######## design 1 ########
Figure 1. Cell density map (design 1).
14 x 14 tiles, from black (low) to pale yellow (high), 0 to 100% covered.
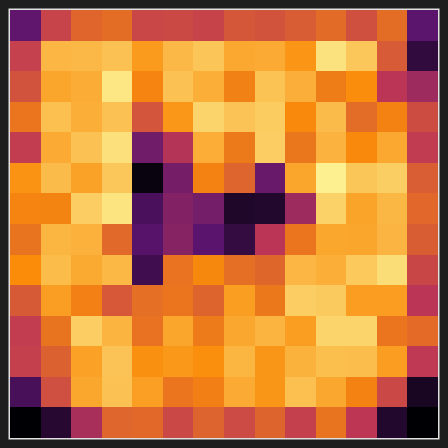

--- src/rtl/mem_port_arbiter.sv ---
// mem_port_arbiter: shares one downstream memory port between the fetch and load/store requesters.
// Default build uses fixed mem-over-fetch priority; define MEM_PORT_ARB_RR_EN for round-robin arbitration.
module mem_port_arbiter #(
    parameter int unsigned ADDR_W = 32,
    parameter int unsigned DATA_W = 32,
    parameter int unsigned STRB_W = DATA_W / 8
) (
    input  logic              clk,
    input  logic              rstn,
    input  logic              fetch_req_en,
    input  logic [ADDR_W-1:0] fetch_req_addr,
    output logic              fetch_resp_en,
    output logic [DATA_W-1:0] fetch_resp_data,
    input  logic              mem_req_en,
    input  logic              mem_req_we,
    input  logic [ADDR_W-1:0] mem_req_addr,
    input  logic [DATA_W-1:0] mem_req_wdata,
    input  logic [STRB_W-1:0] mem_req_wstrb,
    output logic              mem_resp_en,
    output logic [DATA_W-1:0] mem_resp_data,
    output logic              bus_req_en,
    output logic              bus_req_we,
    output logic [ADDR_W-1:0] bus_req_addr,
    output logic [DATA_W-1:0] bus_req_wdata,
    output logic [STRB_W-1:0] bus_req_wstrb,
    input  logic              bus_resp_en,
    input  logic [DATA_W-1:0] bus_resp_data,
    output logic              busy
);

    typedef enum logic {
        ST_IDLE = 1'b0,
        ST_WAIT = 1'b1
    } state_e;

    localparam logic OWN_FETCH = 1'b0;
    localparam logic OWN_MEM   = 1'b1;

    state_e state_q, state_d;
    logic   owner_q, owner_d;
    logic   busy_q,  busy_d;

    logic              fetch_vld_q,  fetch_vld_d;
    logic [ADDR_W-1:0] fetch_addr_q, fetch_addr_d;

    logic              mem_vld_q,   mem_vld_d;
    logic              mem_we_q,    mem_we_d;
    logic [ADDR_W-1:0] mem_addr_q,  mem_addr_d;
    logic [DATA_W-1:0] mem_wdata_q, mem_wdata_d;
    logic [STRB_W-1:0] mem_wstrb_q, mem_wstrb_d;

    logic              bus_req_en_q,    bus_req_en_d;
    logic              bus_req_we_q,    bus_req_we_d;
    logic [ADDR_W-1:0] bus_req_addr_q,  bus_req_addr_d;
    logic [DATA_W-1:0] bus_req_wdata_q, bus_req_wdata_d;
    logic [STRB_W-1:0] bus_req_wstrb_q, bus_req_wstrb_d;

    logic              fetch_resp_en_q,   fetch_resp_en_d;
    logic [DATA_W-1:0] fetch_resp_data_q, fetch_resp_data_d;
    logic              mem_resp_en_q,     mem_resp_en_d;
    logic [DATA_W-1:0] mem_resp_data_q,   mem_resp_data_d;

    logic              fetch_pend, mem_pend;
    logic              grant_mem, grant_fire, resp_fire;
    logic [ADDR_W-1:0] fetch_addr_eff, mem_addr_eff;
    logic              mem_we_eff;
    logic [DATA_W-1:0] mem_wdata_eff;
    logic [STRB_W-1:0] mem_wstrb_eff;

    // A pending request is either a held slot or a fresh pulse into an empty slot.
    assign fetch_pend     = fetch_vld_q | fetch_req_en;
    assign mem_pend       = mem_vld_q | mem_req_en;
    assign fetch_addr_eff = fetch_vld_q ? fetch_addr_q : fetch_req_addr;
    assign mem_we_eff     = mem_vld_q ? mem_we_q    : mem_req_we;
    assign mem_addr_eff   = mem_vld_q ? mem_addr_q  : mem_req_addr;
    assign mem_wdata_eff  = mem_vld_q ? mem_wdata_q : mem_req_wdata;
    assign mem_wstrb_eff  = mem_vld_q ? mem_wstrb_q : mem_req_wstrb;

    assign resp_fire  = (state_q == ST_WAIT) & bus_resp_en;
    assign grant_fire = (state_q == ST_IDLE) & (fetch_pend | mem_pend);

`ifdef MEM_PORT_ARB_RR_EN
    logic last_grant_q, last_grant_d;

    always_comb begin
        last_grant_d = last_grant_q;
        if (grant_fire) begin
            last_grant_d = grant_mem;
        end
    end

    always_ff @(posedge clk or negedge rstn) begin
        if (!rstn) begin
            last_grant_q <= OWN_FETCH;
        end else begin
            last_grant_q <= last_grant_d;
        end
    end

    // On contention, hand the port to whoever did not get it last time.
    always_comb begin
        grant_mem = mem_pend;
        if (mem_pend && fetch_pend) begin
            grant_mem = (last_grant_q == OWN_FETCH);
        end
    end
`else
    assign grant_mem = mem_pend;
`endif

    // Pending slots: clear on the owner's response, capture a pulse only into an empty slot.
    always_comb begin
        fetch_vld_d  = fetch_vld_q;
        fetch_addr_d = fetch_addr_q;
        mem_vld_d    = mem_vld_q;
        mem_we_d     = mem_we_q;
        mem_addr_d   = mem_addr_q;
        mem_wdata_d  = mem_wdata_q;
        mem_wstrb_d  = mem_wstrb_q;
        if (resp_fire && (owner_q == OWN_FETCH)) begin
            fetch_vld_d = 1'b0;
        end
        if (resp_fire && (owner_q == OWN_MEM)) begin
            mem_vld_d = 1'b0;
        end
        if (fetch_req_en && !fetch_vld_q) begin
            fetch_vld_d  = 1'b1;
            fetch_addr_d = fetch_req_addr;
        end
        if (mem_req_en && !mem_vld_q) begin
            mem_vld_d   = 1'b1;
            mem_we_d    = mem_req_we;
            mem_addr_d  = mem_req_addr;
            mem_wdata_d = mem_req_wdata;
            mem_wstrb_d = mem_req_wstrb;
        end
    end

    // Transaction FSM: issue one bus request from IDLE, route the response back from WAIT.
    always_comb begin
        state_d           = state_q;
        owner_d           = owner_q;
        busy_d            = busy_q;
        bus_req_en_d      = 1'b0;
        bus_req_we_d      = bus_req_we_q;
        bus_req_addr_d    = bus_req_addr_q;
        bus_req_wdata_d   = bus_req_wdata_q;
        bus_req_wstrb_d   = bus_req_wstrb_q;
        fetch_resp_en_d   = 1'b0;
        fetch_resp_data_d = fetch_resp_data_q;
        mem_resp_en_d     = 1'b0;
        mem_resp_data_d   = mem_resp_data_q;
        case (state_q)
            ST_IDLE: begin
                busy_d = 1'b0;
                if (grant_fire) begin
                    state_d      = ST_WAIT;
                    busy_d       = 1'b1;
                    bus_req_en_d = 1'b1;
                    owner_d      = grant_mem;
                    if (grant_mem) begin
                        bus_req_we_d    = mem_we_eff;
                        bus_req_addr_d  = mem_addr_eff;
                        bus_req_wdata_d = mem_wdata_eff;
                        bus_req_wstrb_d = mem_wstrb_eff;
                    end else begin
                        bus_req_we_d    = 1'b0;
                        bus_req_addr_d  = fetch_addr_eff;
                        bus_req_wdata_d = '0;
                        bus_req_wstrb_d = '0;
                    end
                end
            end
            ST_WAIT: begin
                busy_d = 1'b1;
                if (bus_resp_en) begin
                    state_d = ST_IDLE;
                    if (owner_q == OWN_MEM) begin
                        mem_resp_en_d   = 1'b1;
                        mem_resp_data_d = bus_resp_data;
                    end else begin
                        fetch_resp_en_d   = 1'b1;
                        fetch_resp_data_d = bus_resp_data;
                    end
                end
            end
            default: begin
                state_d = ST_IDLE;
                busy_d  = 1'b0;
            end
        endcase
    end

    always_ff @(posedge clk or negedge rstn) begin
        if (!rstn) begin
            state_q           <= ST_IDLE;
            owner_q           <= OWN_FETCH;
            busy_q            <= 1'b0;
            fetch_vld_q       <= 1'b0;
            fetch_addr_q      <= '0;
            mem_vld_q         <= 1'b0;
            mem_we_q          <= 1'b0;
            mem_addr_q        <= '0;
            mem_wdata_q       <= '0;
            mem_wstrb_q       <= '0;
            bus_req_en_q      <= 1'b0;
            bus_req_we_q      <= 1'b0;
            bus_req_addr_q    <= '0;
            bus_req_wdata_q   <= '0;
            bus_req_wstrb_q   <= '0;
            fetch_resp_en_q   <= 1'b0;
            fetch_resp_data_q <= '0;
            mem_resp_en_q     <= 1'b0;
            mem_resp_data_q   <= '0;
        end else begin
            state_q           <= state_d;
            owner_q           <= owner_d;
            busy_q            <= busy_d;
            fetch_vld_q       <= fetch_vld_d;
            fetch_addr_q      <= fetch_addr_d;
            mem_vld_q         <= mem_vld_d;
            mem_we_q          <= mem_we_d;
            mem_addr_q        <= mem_addr_d;
            mem_wdata_q       <= mem_wdata_d;
            mem_wstrb_q       <= mem_wstrb_d;
            bus_req_en_q      <= bus_req_en_d;
            bus_req_we_q      <= bus_req_we_d;
            bus_req_addr_q    <= bus_req_addr_d;
            bus_req_wdata_q   <= bus_req_wdata_d;
            bus_req_wstrb_q   <= bus_req_wstrb_d;
            fetch_resp_en_q   <= fetch_resp_en_d;
            fetch_resp_data_q <= fetch_resp_data_d;
            mem_resp_en_q     <= mem_resp_en_d;
            mem_resp_data_q   <= mem_resp_data_d;
        end
    end

    assign fetch_resp_en   = fetch_resp_en_q;
    assign fetch_resp_data = fetch_resp_data_q;
    assign mem_resp_en     = mem_resp_en_q;
    assign mem_resp_data   = mem_resp_data_q;
    assign bus_req_en      = bus_req_en_q;
    assign bus_req_we      = bus_req_we_q;
    assign bus_req_addr    = bus_req_addr_q;
    assign bus_req_wdata   = bus_req_wdata_q;
    assign bus_req_wstrb   = bus_req_wstrb_q;
    assign busy            = busy_q;

endmodule

--- config.mk ---
export PLATFORM = sky130hd
export DESIGN_NAME = mem_port_arbiter
export DESIGN_NICKNAME = d
export VERILOG_FILES = /design/src/rtl/mem_port_arbiter.sv
export SDC_FILE = /design/constraint.sdc
export NUM_CORES = 1
export LEC_CHECK = 0
export CAP_MARGIN = 30
export CORE_MARGIN = 1.5
export CORE_UTILIZATION = 52
export DETAILED_ROUTE_END_ITERATION = 10
export HOLD_SLACK_MARGIN = 0.03
export PLACE_DENSITY = 0.85
export REMOVE_ABC_BUFFERS = 1
export SETUP_SLACK_MARGIN = 0.3
export SLEW_MARGIN = 30
export SYNTH_ARGS = -nofsm -noshare
export SYNTH_HDL_FRONTEND = slang
export SYNTH_SLANG_ARGS = --single-unit
--- constraint.sdc ---
create_clock -name clk -period 5.2 [get_ports clk]
set_clock_uncertainty 0.1 [all_clocks]
set_input_delay 0.78 -clock clk [delete_from_list [all_inputs] [get_ports clk]]
set_output_delay 0.78 -clock clk [all_outputs]
set_load 0.02 [all_outputs]
######## design 2 ########
[src/rtl/tone_pkg.sv]
// Shared types and helpers for the tone detector and its benches.
package tone_pkg;

    typedef enum logic [1:0] {
        ST_NO_SIGNAL = 2'd0,
        ST_ARMED     = 2'd1,
        ST_ACQUIRE   = 2'd2,
        ST_LOCKED    = 2'd3
    } tone_state_t;

    // Expected tone period for a buzzer note divider (divider toggles the pin).
    function automatic int unsigned note_period(input int unsigned div);
        return 2 * div;
    endfunction

endpackage

[src/rtl/sync_edge_detect.sv]
// Two-flop synchronizer plus history flop; flags a rising edge of an async input.
module sync_edge_detect (
    input  logic clk_in,
    input  logic rst_in,
    input  logic async_in,
    output logic rise
);

    logic s1;
    logic s2;
    logic prev;

    always_ff @(posedge clk_in) begin
        if (rst_in) begin
            s1   <= 1'b0;
            s2   <= 1'b0;
            prev <= 1'b0;
        end else begin
            s1   <= async_in;
            s2   <= s1;
            prev <= s2;
        end
    end

    assign rise = s2 & ~prev;

endmodule

[src/rtl/tone_detector.sv]
// Measures the rising-edge period of a square wave, declares lock when stable
// and flags loss of signal on timeout.
//
//   state        | meaning
//   -------------+-------------------------------------------
//   ST_NO_SIGNAL | reset / timed out, waiting for a first edge
//   ST_ARMED     | one edge seen, no period yet
//   ST_ACQUIRE   | periods measured, lock not reached
//   ST_LOCKED    | LOCK_COUNT consecutive matching periods
module tone_detector
    import tone_pkg::*;
#(
    parameter int PERIOD_WIDTH = 24,
    parameter int MAX_PERIOD   = 2**24 - 1,
    parameter int TOLERANCE    = 2,
    parameter int LOCK_COUNT   = 4
) (
    input  logic                    clk_in,
    input  logic                    rst_in,
    input  logic                    wave_in,
    output logic [PERIOD_WIDTH-1:0] period_out,
    output logic                    period_valid,
    output logic                    locked,
    output logic                    no_signal
);

    localparam int MATCH_W = $clog2(LOCK_COUNT + 1);
    localparam logic [PERIOD_WIDTH-1:0] CNT_MAX    = PERIOD_WIDTH'(MAX_PERIOD);
    localparam logic [PERIOD_WIDTH:0]   TOL        = (PERIOD_WIDTH + 1)'(TOLERANCE);
    localparam logic [MATCH_W-1:0]      MATCH_LAST = MATCH_W'(LOCK_COUNT - 1);

    tone_state_t             state;
    logic                    rise;
    logic [PERIOD_WIDTH-1:0] cnt;
    logic [PERIOD_WIDTH-1:0] p_prev;
    logic [MATCH_W-1:0]      match_cnt;
    logic [PERIOD_WIDTH:0]   cnt_ext;
    logic [PERIOD_WIDTH:0]   prev_ext;
    logic [PERIOD_WIDTH:0]   diff;
    logic                    match;
    logic                    timeout;

    sync_edge_detect u_sync (
        .clk_in   (clk_in),
        .rst_in   (rst_in),
        .async_in (wave_in),
        .rise     (rise)
    );

    always_ff @(posedge clk_in) begin
        if (rst_in) begin
            cnt <= '0;
        end else if (rise) begin
            cnt <= PERIOD_WIDTH'(1);
        end else if (cnt != CNT_MAX) begin
            cnt <= cnt + PERIOD_WIDTH'(1);
        end
    end

    // One extra bit keeps the absolute difference from wrapping.
    assign cnt_ext  = {1'b0, cnt};
    assign prev_ext = {1'b0, p_prev};
    assign diff     = (cnt_ext >= prev_ext) ? (cnt_ext - prev_ext) : (prev_ext - cnt_ext);
    assign match    = (diff <= TOL);
    assign timeout  = (state != ST_NO_SIGNAL) && (cnt == CNT_MAX);

    always_ff @(posedge clk_in) begin
        if (rst_in) begin
            state        <= ST_NO_SIGNAL;
            period_out   <= '0;
            p_prev       <= '0;
            period_valid <= 1'b0;
            match_cnt    <= '0;
            locked       <= 1'b0;
            no_signal    <= 1'b1;
        end else begin
            period_valid <= 1'b0;
            if (rise) begin
                if (state != ST_NO_SIGNAL) begin
                    period_out   <= cnt;
                    p_prev       <= cnt;
                    period_valid <= 1'b1;
                end
                case (state)
                    ST_NO_SIGNAL: begin
                        state     <= ST_ARMED;
                        no_signal <= 1'b0;
                    end
                    ST_ARMED: begin
                        state     <= ST_ACQUIRE;
                        match_cnt <= '0;
                    end
                    ST_ACQUIRE: begin
                        if (!match) begin
                            match_cnt <= '0;
                        end else if (match_cnt == MATCH_LAST) begin
                            state  <= ST_LOCKED;
                            locked <= 1'b1;
                        end else begin
                            match_cnt <= match_cnt + MATCH_W'(1);
                        end
                    end
                    ST_LOCKED: begin
                        if (!match) begin
                            state     <= ST_ACQUIRE;
                            locked    <= 1'b0;
                            match_cnt <= '0;
                        end
                    end
                    default: begin
                        state <= ST_NO_SIGNAL;
                    end
                endcase
            end else if (timeout) begin
                // A rise in the same cycle takes priority; see the branch above.
                state     <= ST_NO_SIGNAL;
                locked    <= 1'b0;
                no_signal <= 1'b1;
                match_cnt <= '0;
            end
        end
    end

endmodule

[config.mk]
export PLATFORM = sky130hd
export DESIGN_NAME = tone_detector
export DESIGN_NICKNAME = d
export VERILOG_FILES = /design/src/rtl/tone_pkg.sv /design/src/rtl/sync_edge_detect.sv /design/src/rtl/tone_detector.sv
export SDC_FILE = /design/constraint.sdc
export NUM_CORES = 1
export LEC_CHECK = 0
export ABC_AREA = 1
export CAP_MARGIN = 20
export CORE_UTILIZATION = 45
export DETAILED_ROUTE_END_ITERATION = 16
export PLACE_DENSITY = 0.72
export SLEW_MARGIN = 10
export SYNTH_ARGS = -nofsm -noshare
export SYNTH_HDL_FRONTEND = slang
export SYNTH_SLANG_ARGS = --single-unit
[constraint.sdc]
create_clock -name clk_in -period 3 [get_ports clk_in]
set_input_delay 0.3 -clock clk_in [delete_from_list [all_inputs] [get_ports clk_in]]
set_output_delay 0.3 -clock clk_in [all_outputs]
set_load 0.005 [all_outputs]
######## design 3 ########
**config.mk**
```make
export PLATFORM = sky130hd
export DESIGN_NAME = alu_arbiter_flat
export DESIGN_NICKNAME = d
export VERILOG_FILES = /design/src/rtl/alu_arbiter_if.sv /design/src/rtl/alu_arbiter.sv /design/src/flat_wrapper.sv
export SDC_FILE = /design/constraint.sdc
export NUM_CORES = 1
export LEC_CHECK = 0
export CORE_MARGIN = 2
export CORE_UTILIZATION = 43
export CTS_CLUSTER_DIAMETER = 30
export CTS_CLUSTER_SIZE = 14
export DETAILED_ROUTE_END_ITERATION = 10
export GPL_TIMING_DRIVEN = 0
export PLACE_DENSITY = 0.82
export SETUP_SLACK_MARGIN = 0.05
export SYNTH_ARGS = -nofsm -noshare
export SYNTH_HDL_FRONTEND = slang
export SYNTH_SLANG_ARGS = --single-unit
```
**constraint.sdc**
```tcl
create_clock -name clk -period 2.5 [get_ports clk]
set_input_delay 0.25 -clock clk [delete_from_list [all_inputs] [get_ports clk]]
set_output_delay 0.25 -clock clk [all_outputs]
set_load 0.02 [all_outputs]
```
**src/rtl/alu_arbiter_if.sv**
```systemverilog
// ---------------------------------------------------------------------------
// alu_arbiter_if
// Groups the request and response channels of both requesters together with
// the shared ALU connection of alu_arbiter.
//
// Parameter:
//   DATA_W      operand width; ALU results are DATA_W+1 bits wide.
//
// Signals (directions shown from the arbiter's side, modport slave):
//   req0_/req1_  valid(in) ready(out) op(in) a(in) b(in)   request channels
//   rsp0_/rsp1_  valid(out) ready(in) out(out) zero(out) cout(out)
//                                                         response channels
//   alu_en, alu_op_sel, alu_in1, alu_in2                  (out) ALU control/operands
//   alu_out, alu_zero, alu_cout                           (in)  ALU result/flags
//
// Modports:
//   slave  - the arbiter itself
//   master - the environment: both requesters plus the ALU
// ---------------------------------------------------------------------------
interface alu_arbiter_if #(
  parameter int DATA_W = 16
);
  logic              req0_valid;
  logic              req0_ready;
  logic              req0_op;
  logic [DATA_W-1:0] req0_a;
  logic [DATA_W-1:0] req0_b;

  logic              req1_valid;
  logic              req1_ready;
  logic              req1_op;
  logic [DATA_W-1:0] req1_a;
  logic [DATA_W-1:0] req1_b;

  logic              rsp0_valid;
  logic              rsp0_ready;
  logic [DATA_W:0]   rsp0_out;
  logic              rsp0_zero;
  logic              rsp0_cout;

  logic              rsp1_valid;
  logic              rsp1_ready;
  logic [DATA_W:0]   rsp1_out;
  logic              rsp1_zero;
  logic              rsp1_cout;

  logic              alu_en;
  logic              alu_op_sel;
  logic [DATA_W-1:0] alu_in1;
  logic [DATA_W-1:0] alu_in2;
  logic [DATA_W:0]   alu_out;
  logic              alu_zero;
  logic              alu_cout;

  modport slave (
    input  req0_valid, req0_op, req0_a, req0_b,
    input  req1_valid, req1_op, req1_a, req1_b,
    output req0_ready, req1_ready,
    output rsp0_valid, rsp0_out, rsp0_zero, rsp0_cout,
    output rsp1_valid, rsp1_out, rsp1_zero, rsp1_cout,
    input  rsp0_ready, rsp1_ready,
    output alu_en, alu_op_sel, alu_in1, alu_in2,
    input  alu_out, alu_zero, alu_cout
  );

  modport master (
    output req0_valid, req0_op, req0_a, req0_b,
    output req1_valid, req1_op, req1_a, req1_b,
    input  req0_ready, req1_ready,
    input  rsp0_valid, rsp0_out, rsp0_zero, rsp0_cout,
    input  rsp1_valid, rsp1_out, rsp1_zero, rsp1_cout,
    output rsp0_ready, rsp1_ready,
    input  alu_en, alu_op_sel, alu_in1, alu_in2,
    output alu_out, alu_zero, alu_cout
  );
endinterface

```
**src/rtl/alu_arbiter.sv**
```systemverilog
// ---------------------------------------------------------------------------
// alu_arbiter
// Shares one external add/NAND ALU between two requesters. An operation is
// accepted in IDLE, runs through the ALU for exactly one EXEC cycle, and its
// result is held in RESP until the requester takes it. One op in flight.
//
// Ports:
//   clk    rising-edge clock
//   rst_n  synchronous active-low reset
//   bus    alu_arbiter_if.slave - request/response channels of both
//          requesters and the ALU operand/result connection
//
// Build option:
//   ALU_ARB_FIXED_PRIO_EN  when defined, port 0 always wins a tie; otherwise
//                          ties are resolved round-robin via last_grant.
// ---------------------------------------------------------------------------
module alu_arbiter #(
  parameter int DATA_W = 16
) (
  input  logic         clk,
  input  logic         rst_n,
  alu_arbiter_if.slave bus
);

  typedef enum logic [1:0] {
    IDLE = 2'd0,
    EXEC = 2'd1,
    RESP = 2'd2
  } state_t;

  state_t            r_state;
  state_t            w_state_next;

  logic              r_last_grant;
  logic              r_grant;
  logic              r_op;
  logic [DATA_W-1:0] r_a;
  logic [DATA_W-1:0] r_b;

  logic [1:0]        w_req_valid;
  logic [1:0]        w_req_ready;
  logic [1:0]        w_rsp_valid;
  logic [1:0]        w_rsp_ready;
  logic              w_any;
  logic              w_pick;
  logic              w_accept;
  logic              w_alu_en;

  logic              w_sel_op;
  logic [DATA_W-1:0] w_sel_a;
  logic [DATA_W-1:0] w_sel_b;

  assign w_req_valid = {bus.req1_valid, bus.req0_valid};
  assign w_rsp_ready = {bus.rsp1_ready, bus.rsp0_ready};
  assign w_any       = |w_req_valid;

  // Winner among the valid requests. A lone request always wins; a tie goes
  // to the port that was not granted last (or to port 0 in fixed priority).
  always_comb begin
    w_pick = w_req_valid[1];
    if (&w_req_valid) begin
`ifdef ALU_ARB_FIXED_PRIO_EN
      w_pick = 1'b0;
`else
      w_pick = ~r_last_grant;
`endif
    end
  end

  assign w_sel_op = w_pick ? bus.req1_op : bus.req0_op;
  assign w_sel_a  = w_pick ? bus.req1_a  : bus.req0_a;
  assign w_sel_b  = w_pick ? bus.req1_b  : bus.req0_b;

  // State register
  always_ff @(posedge clk) begin
    if (!rst_n) begin
      r_state <= IDLE;
    end else begin
      r_state <= w_state_next;
    end
  end

  // Next state and handshake outputs. Request readiness depends only on the
  // state and the request valids, never on the response-side ready.
  always_comb begin
    w_state_next = r_state;
    w_req_ready  = 2'b00;
    w_rsp_valid  = 2'b00;
    w_accept     = 1'b0;
    w_alu_en     = 1'b0;
    case (r_state)
      IDLE: begin
        if (w_any) begin
          w_req_ready  = w_pick ? 2'b10 : 2'b01;
          w_accept     = 1'b1;
          w_state_next = EXEC;
        end
      end
      EXEC: begin
        w_alu_en     = 1'b1;
        w_state_next = RESP;
      end
      RESP: begin
        w_rsp_valid = r_grant ? 2'b10 : 2'b01;
        if (w_rsp_ready[r_grant]) begin
          w_state_next = IDLE;
        end
      end
      default: begin
        w_state_next = IDLE;
      end
    endcase
  end

  // Latched operation. These registers also drive the ALU operand pins, so
  // the ALU inputs keep their last values outside EXEC.
  always_ff @(posedge clk) begin
    if (!rst_n) begin
      r_last_grant <= 1'b1;
      r_grant      <= 1'b0;
      r_op         <= 1'b0;
      r_a          <= '0;
      r_b          <= '0;
    end else if (w_accept) begin
      r_last_grant <= w_pick;
      r_grant      <= w_pick;
      r_op         <= w_sel_op;
      r_a          <= w_sel_a;
      r_b          <= w_sel_b;
    end
  end

  // Per-port response registers: loaded from the ALU at the end of EXEC for
  // the granted port only, so the other port's last result is untouched.
  generate
    for (genvar gi = 0; gi < 2; gi++) begin : g_rsp
      localparam logic PORT = 1'(gi);
      logic [DATA_W:0] r_out;
      logic            r_zero;
      logic            r_cout;

      always_ff @(posedge clk) begin
        if (!rst_n) begin
          r_out  <= '0;
          r_zero <= 1'b0;
          r_cout <= 1'b0;
        end else if ((r_state == EXEC) && (r_grant == PORT)) begin
          r_out  <= bus.alu_out;
          r_zero <= bus.alu_zero;
          r_cout <= bus.alu_cout;
        end
      end
    end
  endgenerate

  assign bus.req0_ready = w_req_ready[0];
  assign bus.req1_ready = w_req_ready[1];

  assign bus.rsp0_valid = w_rsp_valid[0];
  assign bus.rsp0_out   = g_rsp[0].r_out;
  assign bus.rsp0_zero  = g_rsp[0].r_zero;
  assign bus.rsp0_cout  = g_rsp[0].r_cout;

  assign bus.rsp1_valid = w_rsp_valid[1];
  assign bus.rsp1_out   = g_rsp[1].r_out;
  assign bus.rsp1_zero  = g_rsp[1].r_zero;
  assign bus.rsp1_cout  = g_rsp[1].r_cout;

  assign bus.alu_en     = w_alu_en;
  assign bus.alu_op_sel = r_op;
  assign bus.alu_in1    = r_a;
  assign bus.alu_in2    = r_b;

endmodule

```
**src/flat_wrapper.sv**
```systemverilog
// flat-port wrapper written by rule: the top's interface ports become plain ports
module alu_arbiter_flat 
#(
  parameter int DATA_W = 16
)
  (clk, rst_n, bus_req0_valid, bus_req0_op, bus_req0_a, bus_req0_b, bus_req1_valid, bus_req1_op, bus_req1_a, bus_req1_b, bus_req0_ready, bus_req1_ready, bus_rsp0_valid, bus_rsp0_out, bus_rsp0_zero, bus_rsp0_cout, bus_rsp1_valid, bus_rsp1_out, bus_rsp1_zero, bus_rsp1_cout, bus_rsp0_ready, bus_rsp1_ready, bus_alu_en, bus_alu_op_sel, bus_alu_in1, bus_alu_in2, bus_alu_out, bus_alu_zero, bus_alu_cout);
  alu_arbiter_if #(.DATA_W(DATA_W)) bus_i ();
  input  logic clk;
  input  logic rst_n;
  input wire logic [$bits(bus_i.req0_valid)-1:0] bus_req0_valid;
  input wire logic [$bits(bus_i.req0_op)-1:0] bus_req0_op;
  input wire logic [$bits(bus_i.req0_a)-1:0] bus_req0_a;
  input wire logic [$bits(bus_i.req0_b)-1:0] bus_req0_b;
  input wire logic [$bits(bus_i.req1_valid)-1:0] bus_req1_valid;
  input wire logic [$bits(bus_i.req1_op)-1:0] bus_req1_op;
  input wire logic [$bits(bus_i.req1_a)-1:0] bus_req1_a;
  input wire logic [$bits(bus_i.req1_b)-1:0] bus_req1_b;
  output wire logic [$bits(bus_i.req0_ready)-1:0] bus_req0_ready;
  output wire logic [$bits(bus_i.req1_ready)-1:0] bus_req1_ready;
  output wire logic [$bits(bus_i.rsp0_valid)-1:0] bus_rsp0_valid;
  output wire logic [$bits(bus_i.rsp0_out)-1:0] bus_rsp0_out;
  output wire logic [$bits(bus_i.rsp0_zero)-1:0] bus_rsp0_zero;
  output wire logic [$bits(bus_i.rsp0_cout)-1:0] bus_rsp0_cout;
  output wire logic [$bits(bus_i.rsp1_valid)-1:0] bus_rsp1_valid;
  output wire logic [$bits(bus_i.rsp1_out)-1:0] bus_rsp1_out;
  output wire logic [$bits(bus_i.rsp1_zero)-1:0] bus_rsp1_zero;
  output wire logic [$bits(bus_i.rsp1_cout)-1:0] bus_rsp1_cout;
  input wire logic [$bits(bus_i.rsp0_ready)-1:0] bus_rsp0_ready;
  input wire logic [$bits(bus_i.rsp1_ready)-1:0] bus_rsp1_ready;
  output wire logic [$bits(bus_i.alu_en)-1:0] bus_alu_en;
  output wire logic [$bits(bus_i.alu_op_sel)-1:0] bus_alu_op_sel;
  output wire logic [$bits(bus_i.alu_in1)-1:0] bus_alu_in1;
  output wire logic [$bits(bus_i.alu_in2)-1:0] bus_alu_in2;
  input wire logic [$bits(bus_i.alu_out)-1:0] bus_alu_out;
  input wire logic [$bits(bus_i.alu_zero)-1:0] bus_alu_zero;
  input wire logic [$bits(bus_i.alu_cout)-1:0] bus_alu_cout;
  assign bus_i.req0_valid = bus_req0_valid;
  assign bus_i.req0_op = bus_req0_op;
  assign bus_i.req0_a = bus_req0_a;
  assign bus_i.req0_b = bus_req0_b;
  assign bus_i.req1_valid = bus_req1_valid;
  assign bus_i.req1_op = bus_req1_op;
  assign bus_i.req1_a = bus_req1_a;
  assign bus_i.req1_b = bus_req1_b;
  assign bus_req0_ready = bus_i.req0_ready;
  assign bus_req1_ready = bus_i.req1_ready;
  assign bus_rsp0_valid = bus_i.rsp0_valid;
  assign bus_rsp0_out = bus_i.rsp0_out;
  assign bus_rsp0_zero = bus_i.rsp0_zero;
  assign bus_rsp0_cout = bus_i.rsp0_cout;
  assign bus_rsp1_valid = bus_i.rsp1_valid;
  assign bus_rsp1_out = bus_i.rsp1_out;
  assign bus_rsp1_zero = bus_i.rsp1_zero;
  assign bus_rsp1_cout = bus_i.rsp1_cout;
  assign bus_i.rsp0_ready = bus_rsp0_ready;
  assign bus_i.rsp1_ready = bus_rsp1_ready;
  assign bus_alu_en = bus_i.alu_en;
  assign bus_alu_op_sel = bus_i.alu_op_sel;
  assign bus_alu_in1 = bus_i.alu_in1;
  assign bus_alu_in2 = bus_i.alu_in2;
  assign bus_i.alu_out = bus_alu_out;
  assign bus_i.alu_zero = bus_alu_zero;
  assign bus_i.alu_cout = bus_alu_cout;
  alu_arbiter #(.DATA_W(DATA_W)) u_core (.clk(clk), .rst_n(rst_n), .bus(bus_i));
endmodule
```
######## design 4 ########
**config.mk**
```make
export PLATFORM = sky130hd
export DESIGN_NAME = sample_readout_ctrl
export DESIGN_NICKNAME = d
export VERILOG_FILES = /design/src/rtl/sample_readout_ctrl.sv
export SDC_FILE = /design/constraint.sdc
export NUM_CORES = 1
export LEC_CHECK = 0
export CAP_MARGIN = 20
export CORE_MARGIN = 2
export CORE_UTILIZATION = 30
export CTS_BUF_LIST = sky130_fd_sc_hd__clkbuf_2 sky130_fd_sc_hd__clkbuf_4 sky130_fd_sc_hd__clkbuf_8
export DETAILED_ROUTE_END_ITERATION = 6
export SYNTH_ARGS = -nofsm -noshare
export SYNTH_HDL_FRONTEND = slang
export SYNTH_SLANG_ARGS = --single-unit
```
**constraint.sdc**
```tcl
create_clock -name clk -period 4.24 [get_ports clk]
set_clock_uncertainty 0.15 [all_clocks]
set_input_delay 0.848 -clock clk [delete_from_list [all_inputs] [get_ports clk]]
set_output_delay 0.848 -clock clk [all_outputs]
set_load 0.005 [all_outputs]
```
**src/rtl/sample_readout_ctrl.sv**
```systemverilog
// Drains captured samples from the sample RAM to the UART, newest word first, one byte per enabled lane.
// Optional READOUT_CHECKSUM_EN appends an XOR checksum byte after the last sample byte.
module sample_readout_ctrl #(
    parameter int MEM_AW = 12,
    parameter int CNT_W  = 16
) (
    input  logic              clk,
    input  logic              rst,
    input  logic              start,
    input  logic              abort,
    input  logic [MEM_AW-1:0] start_addr,
    input  logic [CNT_W-1:0]  read_count,
    input  logic [3:0]        channel_disable,
    output logic              mem_rd,
    output logic [MEM_AW-1:0] mem_addr,
    input  logic [31:0]       mem_dat,
    output logic [7:0]        tx_dat,
    output logic              tx_vld,
    input  logic              tx_rdy,
    output logic              busy,
    output logic              done
);

`ifdef READOUT_CHECKSUM_EN
    typedef enum logic [2:0] {S_IDLE, S_FETCH, S_WAIT, S_SEND, S_CKSUM, S_FINISH} state_t;
    localparam state_t S_LAST = S_CKSUM;
`else
    typedef enum logic [2:0] {S_IDLE, S_FETCH, S_WAIT, S_SEND, S_FINISH} state_t;
    localparam state_t S_LAST = S_FINISH;
`endif

    // (read_count+1)*4; the single overflowing value (all-ones) saturates to the largest multiple of 4
    function automatic logic [CNT_W+1:0] words_sat(input logic [CNT_W-1:0] rc);
        logic [CNT_W+2:0] w;
        w = {1'b0, rc, 2'b00} + (CNT_W+3)'(4);
        if (w[CNT_W+2])
            return {{CNT_W{1'b1}}, 2'b00};
        return w[CNT_W+1:0];
    endfunction

    function automatic logic [1:0] lowest_lane(input logic [3:0] m);
        logic [1:0] r;
        r = 2'd0;
        for (int i = 3; i >= 0; i--)
            if (m[i]) r = 2'(i);
        return r;
    endfunction

    state_t            r_state;
    state_t            w_state_nxt;
    logic [MEM_AW-1:0] r_addr;
    logic [CNT_W+1:0]  r_remaining;
    logic [3:0]        r_en_mask;
    logic [1:0]        r_lane;
    logic [31:0]       r_word;
    logic [3:0]        w_above;
    logic              w_has_next;
    logic [1:0]        w_next_lane;
    logic [1:0]        w_first_lane;
    logic              w_hs;
`ifdef READOUT_CHECKSUM_EN
    logic [7:0]        r_cksum;
`endif

    assign w_above      = r_en_mask & (4'b1110 << r_lane);
    assign w_has_next   = |w_above;
    assign w_next_lane  = lowest_lane(w_above);
    assign w_first_lane = lowest_lane(r_en_mask);
    assign w_hs         = tx_vld && tx_rdy;

    always_comb begin
        w_state_nxt = r_state;
        mem_rd      = 1'b0;
        mem_addr    = r_addr;
        tx_dat      = 8'h00;
        tx_vld      = 1'b0;
        busy        = (r_state != S_IDLE);
        done        = 1'b0;
        case (r_state)
            S_IDLE: begin
                if (start)
                    w_state_nxt = (channel_disable == 4'hF) ? S_LAST : S_FETCH;
            end
            S_FETCH: begin
                mem_rd      = 1'b1;
                w_state_nxt = S_WAIT;
            end
            S_WAIT: w_state_nxt = S_SEND;
            S_SEND: begin
                tx_vld = 1'b1;
                tx_dat = r_word[{r_lane, 3'b000} +: 8];
                if (tx_rdy && !w_has_next)
                    w_state_nxt = (r_remaining == (CNT_W+2)'(1)) ? S_LAST : S_FETCH;
            end
`ifdef READOUT_CHECKSUM_EN
            S_CKSUM: begin
                tx_vld = 1'b1;
                tx_dat = r_cksum;
                if (tx_rdy)
                    w_state_nxt = S_FINISH;
            end
`endif
            S_FINISH: begin
                done        = 1'b1;
                w_state_nxt = S_IDLE;
            end
            default: w_state_nxt = S_IDLE;
        endcase
        // abort also masks this cycle's strobes so an in-flight byte is never accepted
        if (abort) begin
            w_state_nxt = S_IDLE;
            mem_rd      = 1'b0;
            tx_vld      = 1'b0;
            done        = 1'b0;
        end
    end

    always_ff @(posedge clk or posedge rst) begin
        if (rst) begin
            r_state     <= S_IDLE;
            r_addr      <= '0;
            r_remaining <= '0;
            r_en_mask   <= 4'h0;
            r_lane      <= 2'd0;
        end else begin
            r_state <= w_state_nxt;
            case (r_state)
                S_IDLE: begin
                    if (start && !abort) begin
                        r_addr      <= start_addr;
                        r_remaining <= words_sat(read_count);
                        r_en_mask   <= ~channel_disable;
                    end
                end
                S_WAIT: r_lane <= w_first_lane;
                S_SEND: begin
                    if (w_hs) begin
                        if (w_has_next) begin
                            r_lane <= w_next_lane;
                        end else begin
                            r_remaining <= r_remaining - (CNT_W+2)'(1);
                            r_addr      <= r_addr - MEM_AW'(1);
                        end
                    end
                end
                default: ;
            endcase
        end
    end

    always_ff @(posedge clk) begin
        if (r_state == S_WAIT)
            r_word <= mem_dat;
    end

`ifdef READOUT_CHECKSUM_EN
    always_ff @(posedge clk) begin
        if (r_state == S_IDLE && start)
            r_cksum <= 8'h00;
        else if (r_state == S_SEND && w_hs)
            r_cksum <= r_cksum ^ tx_dat;
    end
`endif

endmodule

```

==> screenshots <==
Where the registers sit.
The bar under the picture is 20 µm long.
panel A
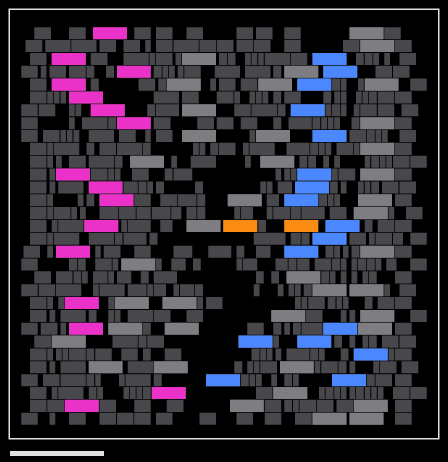
panel B
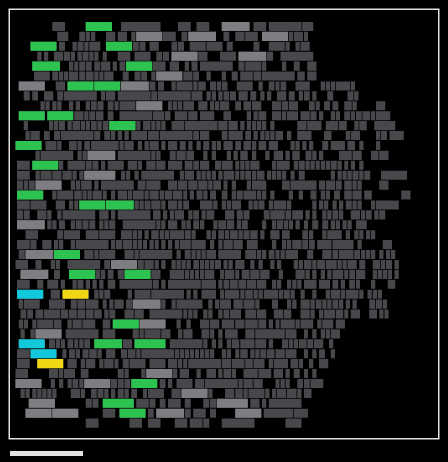
panel C
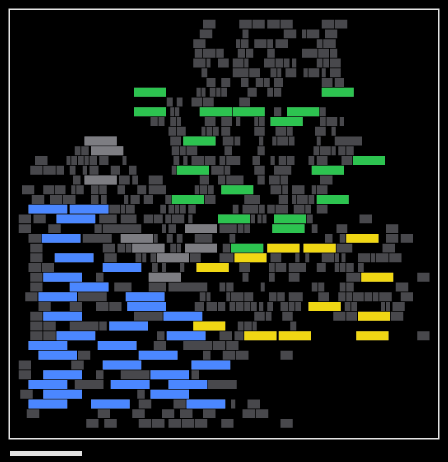
The one with the most cells is panel B.
design 3 -> panel A
design 2 -> panel B
design 4 -> panel C

Figure 2. Cells colored by class (design 4).
The bar under the picture is 20 µm long. Fill, decap, tap and diode cells in gray.
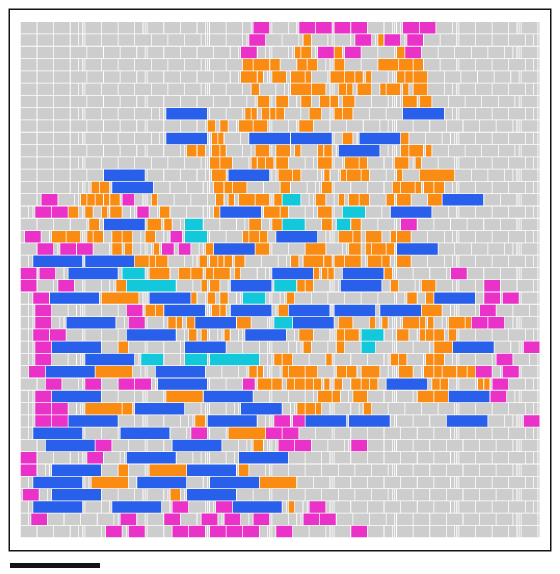
color	class	cells	share of their area
cyan	clock drivers and dummy loads	16	4.6%
orange	combinational and other logic	297	39%
blue	sequential cells	71	38%
magenta	remaining buffers and delay cells	99	19%

==> qor.csv, design 4 <==
stage;metric;value;unit
sta;Max Transition Viols Final;0;
power_and_ir_drop;P per Cell Area;480.5;nW/µm²
yosys;dominant cell by count in the synthesized netlist;dfrtp_1;
hold_path;HP Start;r_remaining[10];
clock_network;CTS tree;yes;
placement;dpl hpwl;7407;µm
sta;crit path time final;3.328;ns
power_and_ir_drop;combinational power share;29.9;%
clock_network;clock tree buffer depth;2;
yosys;Mapped Avg Cell Area;10.22;µm²
floorplanning;die area;14290;µm²
drt;post-route ant nets;0;
clock_network;PostCTS Resize Cnt;0;
yosys;biggest area cells;dfrtp_1 24%, edfxtp_1 24%, mux4_2 4.5%;
global_route;total congestion overflow;0;
status;status;completed;
drt;Detailed Routing Iterations Pass 1;4;
job;tool warning count;27;
critical_path;FF-to-FF path depth;6;
power_and_ir_drop;worst vdd rail ir drop;0.2280;mV
hold_path;Worst Hold Endpoint;r_remaining[10];
yosys;area leader, netlist;dfrtp_1;
[design 4: per-stage QoR]
stage,instances,hold slack (ns),util (%),total power [mW],setup slack (ns)
after floorplan,392,0.3098,-,1.591,0.5247
after global placement,643,0.3275,38.88,1.916,0.9531
after detailed placement,643,0.3393,38.88,1.939,0.9235
after CTS,659,0.3589,40.67,2.590,0.8809
after global routing,659,0.3809,40.67,2.731,0.7595
final,659,0.3635,40.67,2.567,0.9120
[design 4: logic make-up after synthesis]
family	synth area share, %
and+or+nand+nor	19.93
AOI/OAI and AO/OA	20.24
DFF	48.36
buffers and inverters	3.436
muxes	5.248
xor gates and xnor gates	1.531
adders and majority gates	1.250
[design 4: state kept, by name (all words and copies together), names as in the netlist]
signal,flops
r_remaining,18
r_lane,2
r_en_mask,4
mem_addr,12
r_word,32
r_state,3
[design 4: layout make-up]
type,count,area (µm²)
sequential,71,1937
clock buffer,9,123.9
inverter,11,41.29
clock inverter,7,111.4
fill,1310,7795
timing repair buffer,99,973.4
multi-input combinational,286,1936
tap,176,220.2
[design 4: routing by layer]
layer	vias up	global-route usage [%]	share of wire, %
met5	-	0	0
met4	0	3.603	0.64
met3	6	3.850	5.7
met2	109	25.36	48
met1	1691	19.95	46
li1	1698	-	-
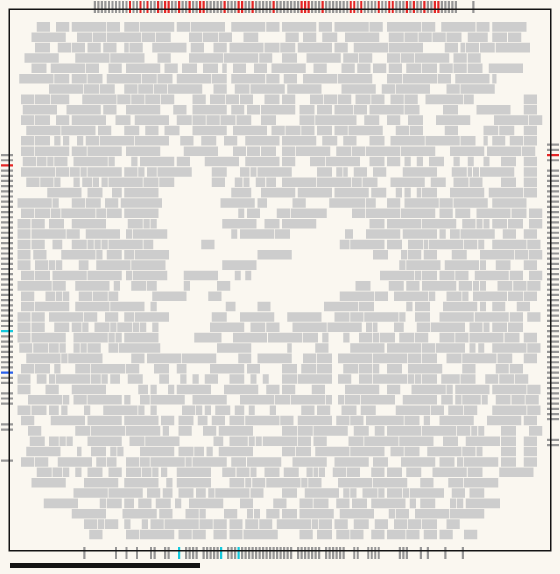
Figure 3: design 1, pin placement.
The bar under the picture is 50 µm long. Pins as bars across the die edge, other pins in gray.
color	port	pins	direction	edge
cyan	`bus_req_wstrb`	4	output	3 south, 1 west
red	`fetch_resp_data`	32	output	30 north, 1 east, 1 west
blue	`bus_req_we`	1	output	west

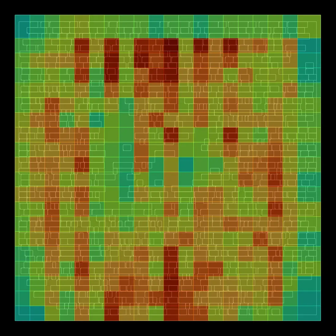
Figure 4: design 1, routing congestion map.
Top Usage Layer GRT: met2
post-layout util: 73.49%
M3 GR Usage: 4.826%

Notes on Figure 1 above:
nearly empty tiles	1.0%
emptiest ninth of the die	center
fullest tile	97%
tiles over 75% full	46%
mean over tiles	67%

==> qor.csv, design 1 <==
stage;metric;value;unit
status;status;completed;
drt;Top Metal Used;met4;
yosys;asr flop ratio synth;100.0;%
floorplanning;Core Rows;50;
yosys;Simple Share, Synth;0.6995;%
drt;WL met3;1736;µm
layout;final net count;1117;
critical_path;startpoint types;primary input;
drt;final wirelength;25920;µm
yosys;post-synthesis cell count;725;
layout;dominant logic cell type in the layout;clkdlybuf4s50_1;
layout;final instance area;13790;µm²
sta;crit path time final;2.711;ns
global_route;Total GRT Usage;25.45;%
sta;Final Hold Viols;0;
yosys;Mapped Avg Cell Area;13.82;µm²
critical_path;reg2reg start;mem_vld_q;
global_route;vias in the first global route;7548;
yosys;Chip Area, Yosys;10020;µm²
placement;gpl congestion;0.7795;
drt;met2 WL;12990;µm
power_and_ir_drop;P per Cell Area;597.0;nW/µm²
layout;Synth-to-Final Area Change;37.68;%
critical_path;worst flop-to-flop path endpoint;bus_req_wdata[30];
yosys;Area leader share;60.45;%
critical_path;CP max stage cell;or2_2;
yosys;mapped cell area;10020;µm²
sta;WHS;0.07257;ns
layout;comb_multi_in;417;
sta;slew margin rel.;36.14;%
critical_path;crit-path cells;clkdlybuf4s50_1 > nor4_4 > or2_2 > buf_4 > o21ai_0;
floorplanning;Die W;141.8;µm
sta;Setup TNS;0;ns
drt;Post-route DRC;0;
==> design 1: state kept, by name, summed over array words and instances (netlist names) <==
| signal | count |
|---|---|
| bus_req_addr | 32 |
| fetch_resp_en | 1 |
| fetch_resp_data | 32 |
| state_q | 1 |
| busy | 1 |
| mem_we_q | 1 |
| fetch_vld_q | 1 |
| mem_wstrb_q | 4 |
| fetch_addr_q | 32 |
| mem_resp_en | 1 |
| bus_req_en | 1 |
| bus_req_wstrb | 4 |
| bus_req_wdata | 32 |
| mem_wdata_q | 32 |
| owner_q | 1 |
| mem_resp_data | 32 |
| mem_vld_q | 1 |
| bus_req_we | 1 |
| mem_addr_q | 32 |
==> design 1: power by group <==
part	total, mW	switching [mW]	internal [mW]
Combinational	3.16	1.45	1.71
Sequential	3.17	0.447	2.72
Clock	1.90	0.733	1.17
==> design 1: kinds of logic after synthesis <==
group,count (synthesis)
simple gates,10
buf+inv,66
flops,242
compound gates,210
mux,197
==> design 1: per-layer routing <==
layer  up-vias  GRT usage, %
met5         -             0
met4         0         9.116
met3        51         4.826
met2       328         42.21
met1      3714         33.65
li1       3219             -
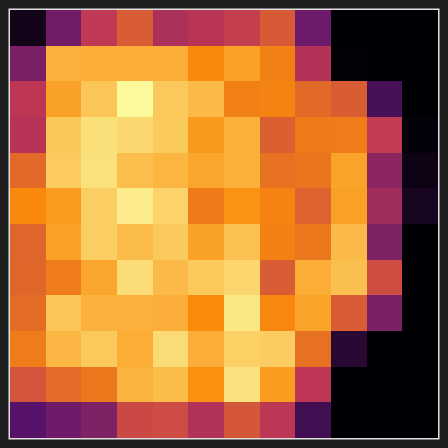
Figure 5: design 2, cell density map.
12 x 12 tiles, from black (low) to pale yellow (high), 0 to 100% covered.
emptiest ninth of the die	south-east
nearly empty tiles	13%
mean over tiles	60%

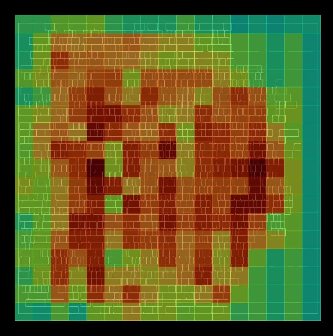
Figure 6: design 2, routing congestion map.
met2 Resource Use GR: 43.82%
Top Usage Layer GRT: met2
met1 usage: 36.42%

==> qor.csv, design 2 <==
stage;metric;value;unit
sta;WHS;0.4027;ns
floorplanning;Die H;117.4;µm
floorplanning;Tapcells;172;
floorplanning;die area;13780;µm²
critical_path;Crit Path Class;flip-flop to flip-flop;
drt;drt initial violations;781;
power_and_ir_drop;Tot Pwr;3.253;mW
placement;Port-buffer cells;29;
floorplanning;core area;12820;µm²
placement;DP Area;7116;µm²
yosys;Synth Seq Share;19.71;%
drt;Top Metal Used;met4;
layout;registers;59;
sta;Setup TNS;0;ns
critical_path;WP buf/inv;3;
drt;Post-route DRC;0;
critical_path;largest fanout on the critical path;6;
power_and_ir_drop;switch share;37.53;%
power_and_ir_drop;Lkg Pwr;4.297;nW
power_and_ir_drop;leading power group;combinational logic;
job;tool warning count;51;
drt;met2 WL;9738;µm
yosys;area leader, netlist;dfxtp_1;
sta;crit path time final;2.928;ns
yosys;biggest area cells;dfxtp_1 20%, nand2_1 20%, inv_1 11%;
sta;RSZ-0062 raised after global routing;true;
layout;inverters;186;
hold_path;worst hold-check path type;flip-flop to flip-flop;
sta;setup violators final;0;
yosys;Netlist cell types;42;
status;status;completed;
power_and_ir_drop;combinational power share;43.6;%
yosys;dominant cell by count in the synthesized netlist;nand2_1;
placement;dpl hpwl;15460;µm
drt;WL met3;1689;µm
critical_path;startpoint types;flip-flop;
power_and_ir_drop;Reg power frac;24.9;%
power_and_ir_drop;P per Cell Area;385.4;nW/µm²
yosys;asr flop ratio synth;0;%
power_and_ir_drop;Seq. pwr;0.812;mW
yosys;synth warn;0;
yosys;Chip Area, Yosys;5992;µm²
sta;slew margin rel.;64.49;%
sta;Max Freq;341.6;MHz
global_route;initial antenna violation count;0;
design 2: sequential cells by signal, summed over array words and instances, names as in the netlist:
name / cells
cnt: 24
p_prev: 24
match_cnt: 3
state: 2
locked: 1
no_signal: 1
period_valid: 1
u_sync.prev: 1
u_sync.s1: 1
u_sync.s2: 1
design 2: cell families after synthesis:
logic type               share of synthesized area [%]
XOR/XNOR                                         2.631
AND-OR/OR-AND                                    13.95
flip-flops                                       19.71
AND/OR/NAND/NOR                                  38.76
adder cells (fa/ha/maj)                          11.32
buffers and inverters                            13.64
design 2: path summary, 6_finish.rpt:
kind,startpoint,to,slack (ns),depth (start not counted)
worst max-delay path,p_prev[15],state[0],0.07,24
worst min-delay path,u_sync.s1,u_sync.s2,0.40,2
worst max register to register,p_prev[15],state[0],0.07,24
worst min register to register,u_sync.s1,u_sync.s2,0.40,2
design 2: placed cells by master (no fill, tap or decap), types with 28 or more instances in the layout:
cell type,instances
dfxtp_1,42
nand2_2,43
clkdlybuf4s50_1,29
o21ai_0,51
nand2_1,276
nand3_1,57
a21oi_1,70
buf_4,125
nor2_1,54
inv_1,171
ha_1,28
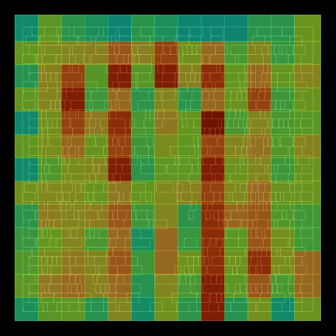
Figure 7: design 3, routing congestion map.
drt wl/cell: 14.77 µm
Top Usage Layer GRT: met2
M3 GR Usage: 7.846%

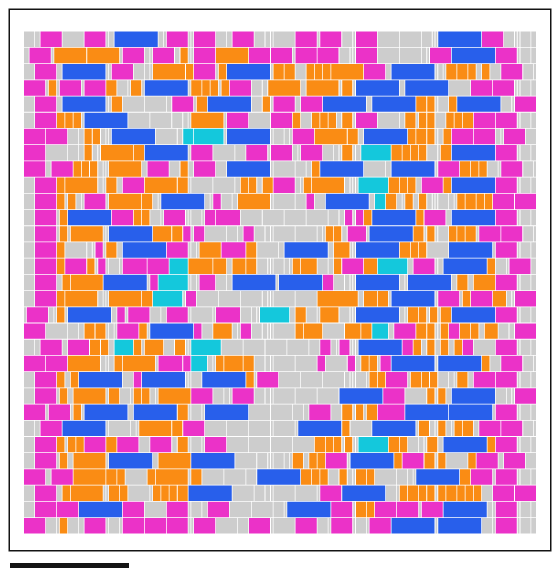
Figure 8: design 3, cells colored by class.
The bar under the picture is 20 µm long. Fill, decap, tap and diode cells in gray.
color	class	cells	share of their area
blue	sequential cells	75	30%
cyan	clock drivers and dummy loads	15	3.3%
magenta	remaining buffers and delay cells	198	36%
orange	combinational and other logic	272	31%

==> qor.csv, design 3 <==
stage;metric;value;unit
status;status;completed;
sta;Final Hold Viols;0;
floorplanning;Die H;90.60;µm
power_and_ir_drop;Lkg Pwr;1.867;nW
power_and_ir_drop;P per Cell Area;594.5;nW/µm²
layout;dominant logic cell type in the layout;clkdlybuf4s50_1;
clock_network;CTS tree;yes;
floorplanning;die area;8207;µm²
power_and_ir_drop;Comb group;0.908;mW
power_and_ir_drop;switching power;0.9744;mW
layout;Comb/total area;29.76;%
layout;clock network area share;3.216;%
critical_path;FF-to-FF path depth;4;
floorplanning;floorplan utilization;44.45;%
drt;total number of vias;3383;
global_route;total congestion overflow;0;
power_and_ir_drop;leading power group;registers;
hold_path;worst hold-check path type;flip-flop to flip-flop;
critical_path;largest fanout on the critical path;10;
yosys;Synth Seq Share;46.57;%
clock_network;Worst-Skew Late Latency;0.34;ns
layout;comb_multi_in;271;
yosys;biggest area cells;dfxtp_1 47%, nand2_1 17%, a311oi_2 14%;
yosys;dominant cell by count in the synthesized netlist;nand2_1;
yosys;Post-synth top cells;143 x nand2_1, 75 x dfxtp_1, 73 x a21oi_1, 30 x a311oi_2, 16 x clkbuf_1;
layout;final instance area;5175;µm²
power_and_ir_drop;Pint;2.102;mW
critical_path;CP arrival;1.91;ns
critical_path;CP top delay family;buffers and inverters;
placement;Port-buffer cells;166;
power_and_ir_drop;Reg power frac;43.9;%
drt;Post-route DRC;0;
drt;final wirelength;9731;µm
layout;inverters;1;
layout;sequential cell area share;29.01;%
drt;drt initial violations;100;
layout;clk_buf instances;9;
yosys;Syn Nets;471;
clock_network;Post-CTS Setup Inserts;0;
sta;crit path time final;2.164;ns
critical_path;worst flop-to-flop path endpoint;u_core.bus.alu_in1[10];
placement;DP Area;5010;µm²
layout;logic area;1540;µm²
job;tool warning count;26;
drt;routed vias/inst;5.134;
design 3: logic make-up after synthesis:
group	Yosys count	synth area share (%)
buffers and inverters	34	5.665
muxes	1	0.3105
and+or+nand+nor	159	20.06
DFF	75	46.57
AOI/OAI and AO/OA	111	27.40
design 3: tightest hold or removal path, cell delays in order (launching register included):
cell,delay (ns)
dfxtp_1,0.32
nand2_1,0.05
a21oi_1,0.05
design 3: per-stage QoR:
step | hold slack (ns) | power (mW) | TNS, ns | worst slack, ns | std cells
after floorplan | 0.3262 | 1.854 | 0 | 1.028 | 380
after global placement | 0.4411 | 2.274 | -0.01097 | -0.01097 | 645
after detailed placement | 0.4470 | 2.291 | -0.03761 | -0.03761 | 645
after CTS | 0.4581 | 3.093 | 0 | 0.08800 | 659
after global routing | 0.4788 | 3.199 | 0 | 0.1638 | 659
final | 0.4575 | 3.077 | 0 | 0.3363 | 659
design 3: layer usage:
layer / global-route usage [%] / up-vias / wire, µm
li1: - / 1655 / -
met1: 27.22 / 1562 / 4007
met2: 38.18 / 150 / 4616
met3: 7.846 / 16 / 960
met4: 8.077 / 0 / 146
met5: 0 / - / 0


## Gallery

Wiring by layer.
shot_01.png
The bar under the picture is 20 µm long. Only two layers are drawn.
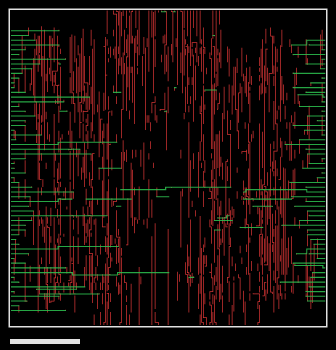
shot_02.png
The bar under the picture is 50 µm long. Only two layers are drawn.
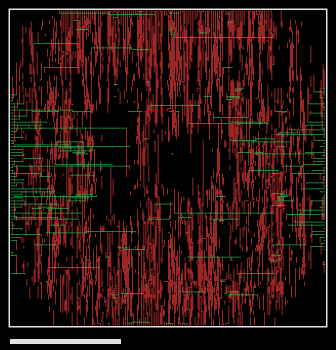
shot_03.png
The bar under the picture is 20 µm long. Only two layers are drawn.
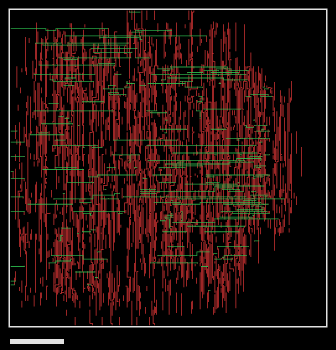
shot_04.png
The bar under the picture is 20 µm long. Only two layers are drawn.
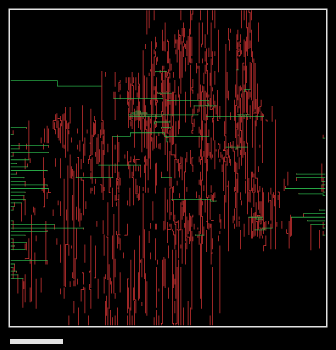
- most wire: shot_02.png
- largest die: shot_02.png
shot_03.png comes from design 2.
shot_04.png comes from design 4.
shot_01.png comes from design 3.
shot_02.png comes from design 1.

Key to shot_02.png:
color	layer	wire length
green	metal 3	1740 µm
red	metal 2	13000 µm

Power is estimated from default activity; no workload was simulated.
